# ---- design 1 ----
Fig. 1: design 1, local utilization
Drawn at 3 px/um. 9 x 9 tiles, from dark purple (low) to yellow (high), 0 to 100% covered.
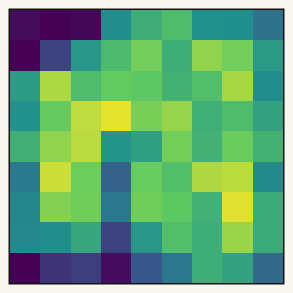
Fig. 2: design 1, clock nets
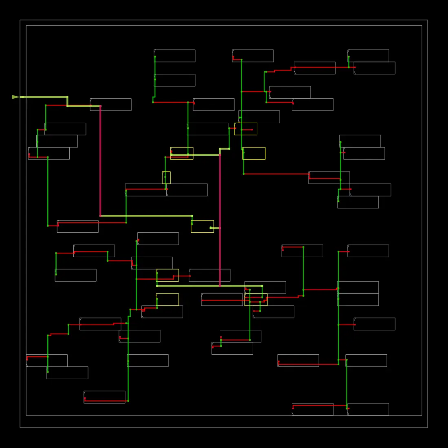
**src/rtl/inst_encoder_loader.sv**
```systemverilog
// Packs symbolic instruction requests into 32-bit pipeline-CPU instruction words
// and streams them into instruction memory through a write/acknowledge port.
module inst_encoder_loader #(
  parameter int ADDR_W    = 6,
  parameter int BASE_ADDR = 0
) (
  input  logic              clock,
  input  logic              resetn,
  input  logic              clear,
  input  logic              req_valid,
  output logic              req_ready,
  input  logic [3:0]        req_mnem,
  input  logic [4:0]        req_rs,
  input  logic [4:0]        req_rt,
  input  logic [4:0]        req_rd,
  input  logic [4:0]        req_sa,
  input  logic [15:0]       req_imm,
  input  logic [25:0]       req_target,
  output logic              im_we,
  output logic [ADDR_W-1:0] im_addr,
  output logic [31:0]       im_wdata,
  input  logic              im_ack,
  output logic [ADDR_W:0]   count,
  output logic              full,
  output logic              err
);

  localparam logic [ADDR_W-1:0] BASE = ADDR_W'(BASE_ADDR);
  localparam logic [ADDR_W:0]   LAST = (ADDR_W+1)'((1 << ADDR_W) - 1);

  typedef enum logic [1:0] {S_IDLE, S_ENC, S_WRITE, S_FULL} state_t;

  state_t              r_state, w_nxt;
  logic                r_we, r_full, r_err;
  logic [ADDR_W-1:0]   r_addr;
  logic [ADDR_W:0]     r_count;
  logic [31:0]         r_wdata, w_enc;
  logic                w_ready, w_accept, w_illegal, w_set_we, w_done;

  // Encoder: unused fields stay zero; shifts force rs to zero and carry sa.
  always_comb begin
    w_enc = '0;
    case (req_mnem)
      4'd0:  w_enc = {6'b000000, req_rs, req_rt, req_rd, 5'd0, 6'b000001};
      4'd1:  w_enc = {6'b000001, req_rs, req_rt, req_rd, 5'd0, 6'b000001};
      4'd2:  w_enc = {6'b000001, req_rs, req_rt, req_rd, 5'd0, 6'b000010};
      4'd3:  w_enc = {6'b000001, req_rs, req_rt, req_rd, 5'd0, 6'b000100};
      4'd4:  w_enc = {6'b000010, 5'd0, req_rt, req_rd, req_sa, 6'b000010};
      4'd5:  w_enc = {6'b000010, 5'd0, req_rt, req_rd, req_sa, 6'b000011};
      4'd6:  w_enc = {6'b000101, req_rs, req_rt, req_imm};
      4'd7:  w_enc = {6'b001001, req_rs, req_rt, req_imm};
      4'd8:  w_enc = {6'b001010, req_rs, req_rt, req_imm};
      4'd9:  w_enc = {6'b001100, req_rs, req_rt, req_imm};
      4'd10: w_enc = {6'b001101, req_rs, req_rt, req_imm};
      4'd11: w_enc = {6'b001110, req_rs, req_rt, req_imm};
      4'd12: w_enc = {6'b001111, req_rs, req_rt, req_imm};
      4'd13: w_enc = {6'b010000, req_rs, req_rt, req_imm};
      4'd14: w_enc = {6'b010010, req_target};
      default: w_enc = '0;
    endcase
  end

  always_ff @(posedge clock or negedge resetn) begin
    if (!resetn) r_state <= S_IDLE;
    else         r_state <= w_nxt;
  end

  always_comb begin
    w_nxt     = r_state;
    w_ready   = 1'b0;
    w_accept  = 1'b0;
    w_illegal = 1'b0;
    w_set_we  = 1'b0;
    w_done    = 1'b0;
    case (r_state)
      S_IDLE: begin
        w_ready = resetn & ~r_full;
        if (req_valid && w_ready) begin
          if (req_mnem == 4'd15) begin
            w_illegal = 1'b1;
          end else begin
            w_accept = 1'b1;
            w_nxt    = S_ENC;
          end
        end
      end
      S_ENC: begin
        w_set_we = 1'b1;
        w_nxt    = S_WRITE;
      end
      S_WRITE: begin
        if (im_ack) begin
          w_done = 1'b1;
          w_nxt  = (r_count == LAST) ? S_FULL : S_IDLE;
        end
      end
      default: ;
    endcase
    // clear abandons any pending write and wins over a same-cycle ack; a request
    // accepted in IDLE on the clear edge still proceeds against the rewound pointer.
    if (clear) begin
      w_nxt    = w_accept ? S_ENC : S_IDLE;
      w_set_we = 1'b0;
      w_done   = 1'b0;
    end
  end

  always_ff @(posedge clock or negedge resetn) begin
    if (!resetn) begin
      r_we    <= 1'b0;
      r_addr  <= BASE;
      r_wdata <= '0;
      r_count <= '0;
      r_full  <= 1'b0;
      r_err   <= 1'b0;
    end else begin
      if (w_accept) r_wdata <= w_enc;
      if (clear) begin
        r_we    <= 1'b0;
        r_addr  <= BASE;
        r_count <= '0;
        r_full  <= 1'b0;
        r_err   <= w_illegal;
      end else begin
        if (w_illegal) r_err <= 1'b1;
        if (w_set_we)  r_we  <= 1'b1;
        if (w_done) begin
          r_we    <= 1'b0;
          r_addr  <= r_addr + ADDR_W'(1);
          r_count <= r_count + (ADDR_W+1)'(1);
          if (r_count == LAST) r_full <= 1'b1;
        end
      end
    end
  end

  assign req_ready = w_ready;
  assign im_we     = r_we;
  assign im_addr   = r_addr;
  assign im_wdata  = r_wdata;
  assign count     = r_count;
  assign full      = r_full;
  assign err       = r_err;

endmodule

```
**config.mk**
```make
export PLATFORM = sky130hd
export DESIGN_NAME = inst_encoder_loader
export DESIGN_NICKNAME = d
export VERILOG_FILES = /design/src/rtl/inst_encoder_loader.sv
export SDC_FILE = /design/constraint.sdc
export NUM_CORES = 1
export LEC_CHECK = 0
export ABC_AREA = 1
export CORE_UTILIZATION = 35
export CTS_CLUSTER_DIAMETER = 60
export DETAILED_ROUTE_END_ITERATION = 6
export PLACE_DENSITY = 0.71
export SETUP_SLACK_MARGIN = 0.5
export SLEW_MARGIN = 10
export SYNTH_ARGS = -nofsm -noshare
export SYNTH_HDL_FRONTEND = slang
export SYNTH_SLANG_ARGS = --single-unit
```
**constraint.sdc**
```tcl
create_clock -name clock -period 1.35 [get_ports clock]
set_input_delay 0.27 -clock clock [delete_from_list [all_inputs] [get_ports clock]]
set_output_delay 0.27 -clock clock [all_outputs]
set_load 0.01 [all_outputs]
```
==> results_slide.txt <==
Run Summary

Run status
  • Status: finished, violations left
  • Failing checks: negative setup slack

Synthesis
  • Ys async rst share: 100%
  • Synth top area share: 44.3%

Die
  • Core ar.: 7690 um2
  • Die Y: 91.0 um
  • Die area: 8270 um2

Timing
  • WHS: 13.6 ps
  • Final setup fails: 40
  • Final worst slack: -109 ps

Worst setup path
  • End of the worst register-to-register path: im_wdata[3]
  • CP Data Required Time: 1540 ps
  • Setup CP Type: register to register

Final layout
  • Top cells excl fill/tap: nand2_1, buf_4, clkdlybuf4s50_1
  • # diodes: 0
  • Largest register FFs: 31
  • Area growth syn-to-layout: 79.3%
  • Fin cells: 686

Detailed routing
  • Wire length per cell: 13.7 um
  • TritonRoute pass-1 iters: 4
  • Starting DRC count in detailed routing: 82
  • DRC: 0

Global route
  • Total global-route track usage: 22.4%

Placement
  • GPL Wtd Cong: 0.834
  • Post-DP HPWL: 6.34 mm

CTS
  • Post-CTS Setup Bufs: 25

Power
  • Internal cell power: 4.36 mW
Notes on Fig. 1 above:
mean over tiles: 59%
emptiest ninth of the die: north-west
tiles over 75% full: 31%
nearly empty tiles: 4.9%

Notes on Fig. 2 above:
flop count: 49
CLK BUF: 7
clk pwr: 0.975 mW
# clock sinks: 49

==> layout make-up <==
type                       instances  area [um2]  share of cell area, %
clock buffer                       7        96.3                   1.94
clock inverter                     1        5.00                  0.101
inverter                          32         130                   2.62
multi-input combinational        292        1690                   34.0
sequential                        49        1230                   24.7
tap                              102         128                   2.57
timing repair buffer             203        1690                   34.1
==> cells by family (layout without fill, tap and decap cells) <==
kind of cell / Yosys count / count (layout) / synth area share, %
compound gates: 55 / 55 / 11.2
xor+xnor: 1 / 1 / 0.316
fa+ha+maj: 5 / 5 / 2.26
buf+inv: 42 / 243 / 7.72
flops: 49 / 49 / 44.3
other cells: 1 / 1 / 0.135
simple gates: 227 / 230 / 34.1
==> cells in the mapped netlist, types with 2 or more instances <==
cell / count
o21ai_0: 15
nand3_1: 22
dfrtp_1: 49
a21oi_2: 6
inv_1: 29
buf_6: 4
nor2_1: 82
nor2_2: 2
inv_2: 2
ha_1: 5
nand2_4: 2
buf_2: 3
nand2_2: 2
a31oi_1: 6
a21oi_1: 26
nand2_1: 109
nand4_1: 2
==> layer usage <==
layer  up-vias  GRT usage (%)
li1       1609              -
met1      1554           27.0
met2       103           41.1
met3         7           4.02
met4         0           5.16
met5         -              0

# ---- design 2 ----
==> src/rtl/sram_like_arbiter_pkg.sv <==
`default_nettype none
// ============================================================================
// Module      : sram_like_arbiter_pkg
// Description : Shared types for the inst/data SRAM-like arbiter.
// Revision    : 1.0
// ============================================================================
package sram_like_arbiter_pkg;

    typedef enum logic {
        OWN_INST = 1'b0,
        OWN_DATA = 1'b1
    } req_owner_t;

    typedef struct packed {
        req_owner_t owner;
        logic       discard;
    } owner_entry_t;

endpackage
`default_nettype wire

==> src/rtl/arb_owner_fifo.sv <==
`default_nettype none
// ============================================================================
// Module      : arb_owner_fifo
// Description : Circular FIFO of outstanding-transaction owners; a flush marks
//               every INST entry so its response is dropped.
// Revision    : 1.0
// ============================================================================
module arb_owner_fifo
    import sram_like_arbiter_pkg::*;
#(
    parameter int DEPTH = 2,
    parameter int CNT_W = $clog2(DEPTH + 1)
) (
    input  logic               clk,
    input  logic               rst_n,
    input  logic               i_push,
    input  owner_entry_t       i_push_entry,
    input  logic               i_pop,
    input  logic               i_flush_inst,
    output owner_entry_t       o_head,
    output logic [CNT_W-1:0]   o_count,
    output logic               o_full,
    output logic               o_empty
);

    localparam int PTR_W = (DEPTH > 1) ? $clog2(DEPTH) : 1;

    owner_entry_t     r_mem [DEPTH];
    logic [PTR_W-1:0] r_wr_ptr;
    logic [PTR_W-1:0] r_rd_ptr;
    logic [CNT_W-1:0] r_count;
    logic             w_push;
    logic             w_pop;

    function automatic logic [PTR_W-1:0] ptr_inc(input logic [PTR_W-1:0] p);
        return (p == PTR_W'(DEPTH - 1)) ? '0 : p + 1'b1;
    endfunction

    assign o_full  = (r_count == CNT_W'(DEPTH));
    assign o_empty = (r_count == '0);
    assign o_count = r_count;
    assign o_head  = r_mem[r_rd_ptr];
    assign w_push  = i_push & ~o_full;
    assign w_pop   = i_pop & ~o_empty;

    // Stale slots may also get discard set by a flush; a push overwrites them whole.
    always_ff @(posedge clk or negedge rst_n) begin
        if (!rst_n) begin
            for (int i = 0; i < DEPTH; i++) r_mem[i] <= '0;
        end else begin
            for (int i = 0; i < DEPTH; i++) begin
                if (w_push && (r_wr_ptr == PTR_W'(i))) begin
                    r_mem[i] <= i_push_entry;
                end else if (i_flush_inst && (r_mem[i].owner == OWN_INST)) begin
                    r_mem[i].discard <= 1'b1;
                end
            end
        end
    end

    always_ff @(posedge clk or negedge rst_n) begin
        if (!rst_n) begin
            r_wr_ptr <= '0;
            r_rd_ptr <= '0;
            r_count  <= '0;
        end else begin
            if (w_push) r_wr_ptr <= ptr_inc(r_wr_ptr);
            if (w_pop)  r_rd_ptr <= ptr_inc(r_rd_ptr);
            if (w_push && !w_pop)      r_count <= r_count + 1'b1;
            else if (!w_push && w_pop) r_count <= r_count - 1'b1;
        end
    end

endmodule
`default_nettype wire

==> src/rtl/sram_like_arbiter.sv <==
`default_nettype none
// ============================================================================
// Module      : sram_like_arbiter
// Description : Shares one SRAM-like master port between fetch and MEM-stage
//               requesters; data has priority, responses return in order.
// Revision    : 1.0
// ============================================================================
module sram_like_arbiter
    import sram_like_arbiter_pkg::*;
#(
    parameter int OUTST_DEPTH = 2
) (
    input  logic        clk,
    input  logic        resetn,
    input  logic        inst_req,
    input  logic        inst_wr,
    input  logic [1:0]  inst_size,
    input  logic [31:0] inst_addr,
    input  logic [31:0] inst_wdata,
    output logic        inst_addr_ok,
    output logic        inst_data_ok,
    output logic [31:0] inst_rdata,
    input  logic        data_req,
    input  logic        data_wr,
    input  logic [1:0]  data_size,
    input  logic [31:0] data_addr,
    input  logic [31:0] data_wdata,
    output logic        data_addr_ok,
    output logic        data_data_ok,
    output logic [31:0] data_rdata,
    input  logic        flush,
    output logic        m_req,
    output logic        m_wr,
    output logic [1:0]  m_size,
    output logic [31:0] m_addr,
    output logic [31:0] m_wdata,
    input  logic        m_addr_ok,
    input  logic        m_data_ok,
    input  logic [31:0] m_rdata,
    output logic        proto_err
);

    localparam int CNT_W = $clog2(OUTST_DEPTH + 1);

    logic             r_lock;
    req_owner_t       r_lock_owner;
    logic             r_proto_err;
    logic             w_sel_valid;
    req_owner_t       w_sel;
    logic             w_issue;
    logic             w_accept;
    logic             w_pop;
    logic             w_resp;
    logic             w_full;
    logic             w_empty;
    logic [CNT_W-1:0] w_count;
    owner_entry_t     w_head;
    owner_entry_t     w_push_entry;

    always_comb begin
        w_sel_valid = 1'b0;
        w_sel       = OWN_DATA;
        if (r_lock) begin
            w_sel_valid = 1'b1;
            w_sel       = r_lock_owner;
        end else if (data_req) begin
            w_sel_valid = 1'b1;
            w_sel       = OWN_DATA;
        end else if (inst_req) begin
            w_sel_valid = 1'b1;
            w_sel       = OWN_INST;
        end
    end

    // Outputs are forced low while reset is asserted, independent of the clock.
    assign w_issue  = resetn & w_sel_valid & ~w_full;
    assign w_accept = w_issue & m_addr_ok;
    assign m_req    = w_issue;

    always_comb begin
        m_wr    = 1'b0;
        m_size  = '0;
        m_addr  = '0;
        m_wdata = '0;
        if (resetn && w_sel_valid) begin
            if (w_sel == OWN_DATA) begin
                m_wr    = data_wr;
                m_size  = data_size;
                m_addr  = data_addr;
                m_wdata = data_wdata;
            end else begin
                m_wr    = inst_wr;
                m_size  = inst_size;
                m_addr  = inst_addr;
                m_wdata = inst_wdata;
            end
        end
    end

    assign data_addr_ok = w_accept & (w_sel == OWN_DATA);
    assign inst_addr_ok = w_accept & (w_sel == OWN_INST);

    assign w_push_entry.owner   = w_sel;
    assign w_push_entry.discard = flush & (w_sel == OWN_INST);

    // A flush also kills an INST head popping in the same cycle.
    assign w_pop  = m_data_ok & ~w_empty;
    assign w_resp = resetn & w_pop & ~w_head.discard
                    & ~(flush & (w_head.owner == OWN_INST));
    assign inst_data_ok = w_resp & (w_head.owner == OWN_INST);
    assign data_data_ok = w_resp & (w_head.owner == OWN_DATA);
    assign inst_rdata   = m_rdata;
    assign data_rdata   = m_rdata;
    assign proto_err    = r_proto_err;

    arb_owner_fifo #(
        .DEPTH (OUTST_DEPTH),
        .CNT_W (CNT_W)
    ) u_owner_fifo (
        .clk          (clk),
        .rst_n        (resetn),
        .i_push       (w_accept),
        .i_push_entry (w_push_entry),
        .i_pop        (w_pop),
        .i_flush_inst (flush),
        .o_head       (w_head),
        .o_count      (w_count),
        .o_full       (w_full),
        .o_empty      (w_empty)
    );

    always_ff @(posedge clk or negedge resetn) begin
        if (!resetn) begin
            r_lock       <= 1'b0;
            r_lock_owner <= OWN_INST;
        end else if (flush && r_lock && (r_lock_owner == OWN_INST)) begin
            r_lock <= 1'b0;
        end else if (w_issue && !m_addr_ok) begin
            r_lock       <= 1'b1;
            r_lock_owner <= w_sel;
        end else if (w_accept) begin
            r_lock <= 1'b0;
        end
    end

    always_ff @(posedge clk or negedge resetn) begin
        if (!resetn) begin
            r_proto_err <= 1'b0;
        end else if (m_data_ok && w_empty) begin
            r_proto_err <= 1'b1;
        end
    end

endmodule
`default_nettype wire

==> config.mk <==
export PLATFORM = sky130hd
export DESIGN_NAME = sram_like_arbiter
export DESIGN_NICKNAME = d
export VERILOG_FILES = /design/src/rtl/sram_like_arbiter_pkg.sv /design/src/rtl/arb_owner_fifo.sv /design/src/rtl/sram_like_arbiter.sv
export SDC_FILE = /design/constraint.sdc
export NUM_CORES = 1
export LEC_CHECK = 0
export CAP_MARGIN = 40
export CELL_PAD_IN_SITES_DETAIL_PLACEMENT = 0
export CELL_PAD_IN_SITES_GLOBAL_PLACEMENT = 1
export CORE_MARGIN = 2
export CORE_UTILIZATION = 17
export DETAILED_ROUTE_END_ITERATION = 16
export GPL_TIMING_DRIVEN = 0
export HOLD_SLACK_MARGIN = 0.1
export PLACE_DENSITY_LB_ADDON = 0.3
export SYNTH_ARGS = -nofsm -noshare
export SYNTH_HDL_FRONTEND = slang
export SYNTH_HIERARCHICAL = 1
export SYNTH_SLANG_ARGS = --single-unit
==> constraint.sdc <==
create_clock -name clk -period 3.5 [get_ports clk]
set_input_delay 0.7 -clock clk [delete_from_list [all_inputs] [get_ports clk]]
set_output_delay 0.7 -clock clk [all_outputs]
set_load 0.03 [all_outputs]
==> results_slide.txt <==
Run Summary

Synthesis
  • Syn nets: 535
  • Yosys chip area: 2530 um2
  • Top cells, area: buf_4, nand3_2, a21oi_1, o21ai_0, dfrtp_1
  • Post-synth regs: 11

Power
  • Pwr Total: 2.38 mW
  • Top pwr grp: combinational cells

Final layout
  • Multi-input combinational area share: 28.0%
  • Biggest register: u_owner_fifo/r_mem
  • # diodes: 0
  • Flop count: 11

Placement
  • GPL Wtd Cong: 0.773

Worst setup path
  • R2r startpoint: r_lock
  • CP endpoint kind: output port
  • CP startpoint: data_req

Detailed routing
  • Wire length per cell: 16.1 um
  • DRC: 0

Run status
  • Status: finished clean

Die
  • IO Count: 310
==> routing by layer <==
metal  share of wire, %  wire, um
met5                  0         0
met4               0.72        97
met3                5.8       780
met2                 52      6930
met1                 42      5580
==> cells in the final DEF (no fill, tap or decap), types with 2 or more instances in the layout <==
cell type,n
o21ai_1,11
inv_1,7
xnor2_1,2
mux2_2,2
clkbuf_1,11
a21oi_2,10
mux2i_1,2
dfrtp_1,11
clkbuf_2,7
clkdlybuf4s50_1,207
buf_2,11
nand3_2,30
nand3_1,37
dlymetal6s2s_1,5
o21ai_0,58
clkbuf_16,3
buf_4,69
nor2_1,4
dlygate4sd2_1,57
a21oi_1,59
nor3b_4,2
mux2_4,2
nor2b_1,3
buf_6,5
clkdlybuf4s15_1,6
xor2_1,3
==> stage by stage <==
step / cells / utilization [%] / instance area (um2) / TNS [ps]
2_1_floorplan: 361 / - / 2530 / 0
3_3_place_gp: 822 / 38.1 / 5540 / -26480
3_5_place_dp: 822 / 38.1 / 5540 / -29680
4_1_cts: 829 / 38.5 / 5590 / 0
5_1_grt: 829 / 38.6 / 5610 / 0
6_report: 829 / 38.6 / 5610 / 0
Fig. 3: design 2, logic cells by family
Drawn at 4 px/um.
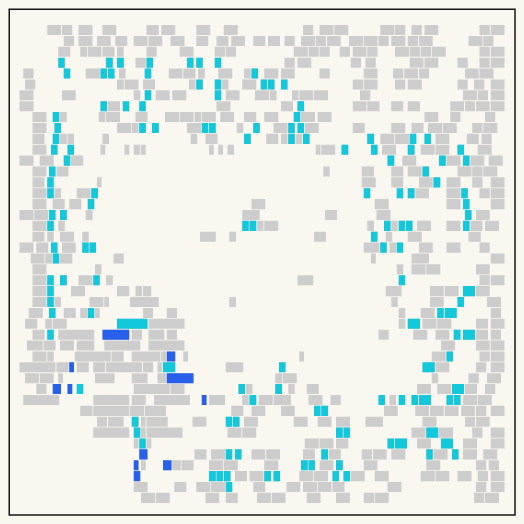
legend:
  blue:
    family: NOR gates
    cells: 11
    where: south-west
  cyan:
    family: inverting AOI/OAI gates
    cells: 140
    where: widely spread

Fig. 4: design 2, clock nets
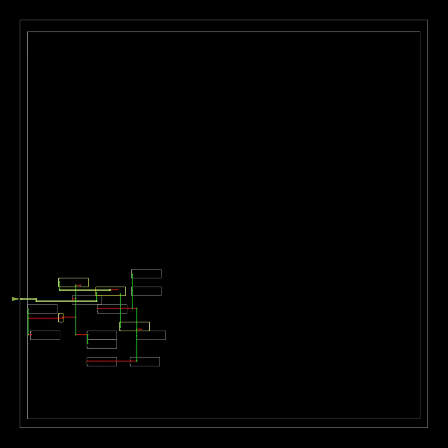
clk pwr: 0.206 mW
Clock Latency Late Sink: 230 ps
Layout Skew: 1.21 ps
# clock sinks: 11

Fig. 5: design 2, where the registers sit
Drawn at 3 px/um. Other sequential cells in the stronger grey, the rest of the logic in the fainter grey.
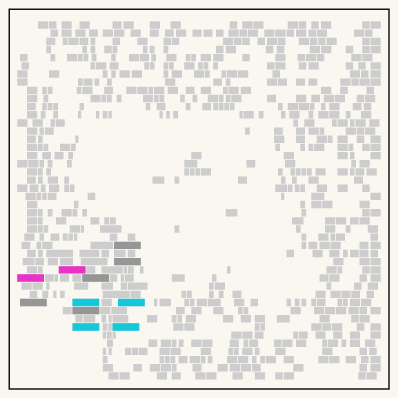
legend:
  cyan:
    name_in_the_netlist: u_owner_fifo/r_mem
    placed_flops: 4
    where: south-west
  magenta:
    name_in_the_netlist: u_owner_fifo/o_count
    placed_flops: 2
P_seq: 0.249 mW
Seq area share: 4.91%
Util after Layout: 38.6%
FF+latch area: 275 um2



==> gallery <==
Wires at chosen ports, followed through buffers.
(a)
Drawn at 3 px/um.
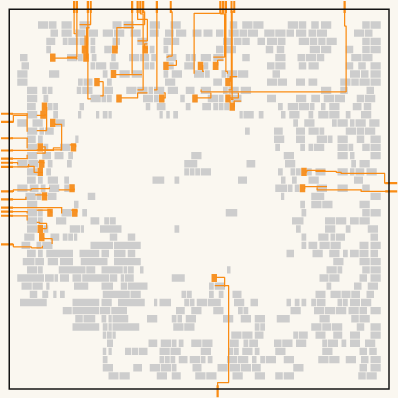
(b)
Drawn at 4 px/um.
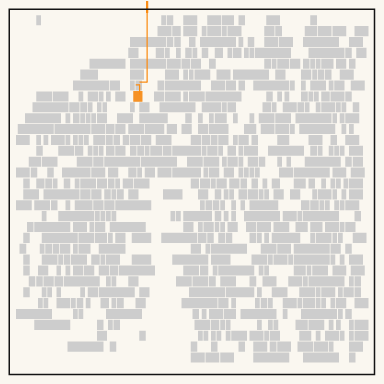
(a) comes from design 2.
(b) comes from design 1.
- largest die: (a)
- most cells: (a)

Power and IR drop assume default switching activity.
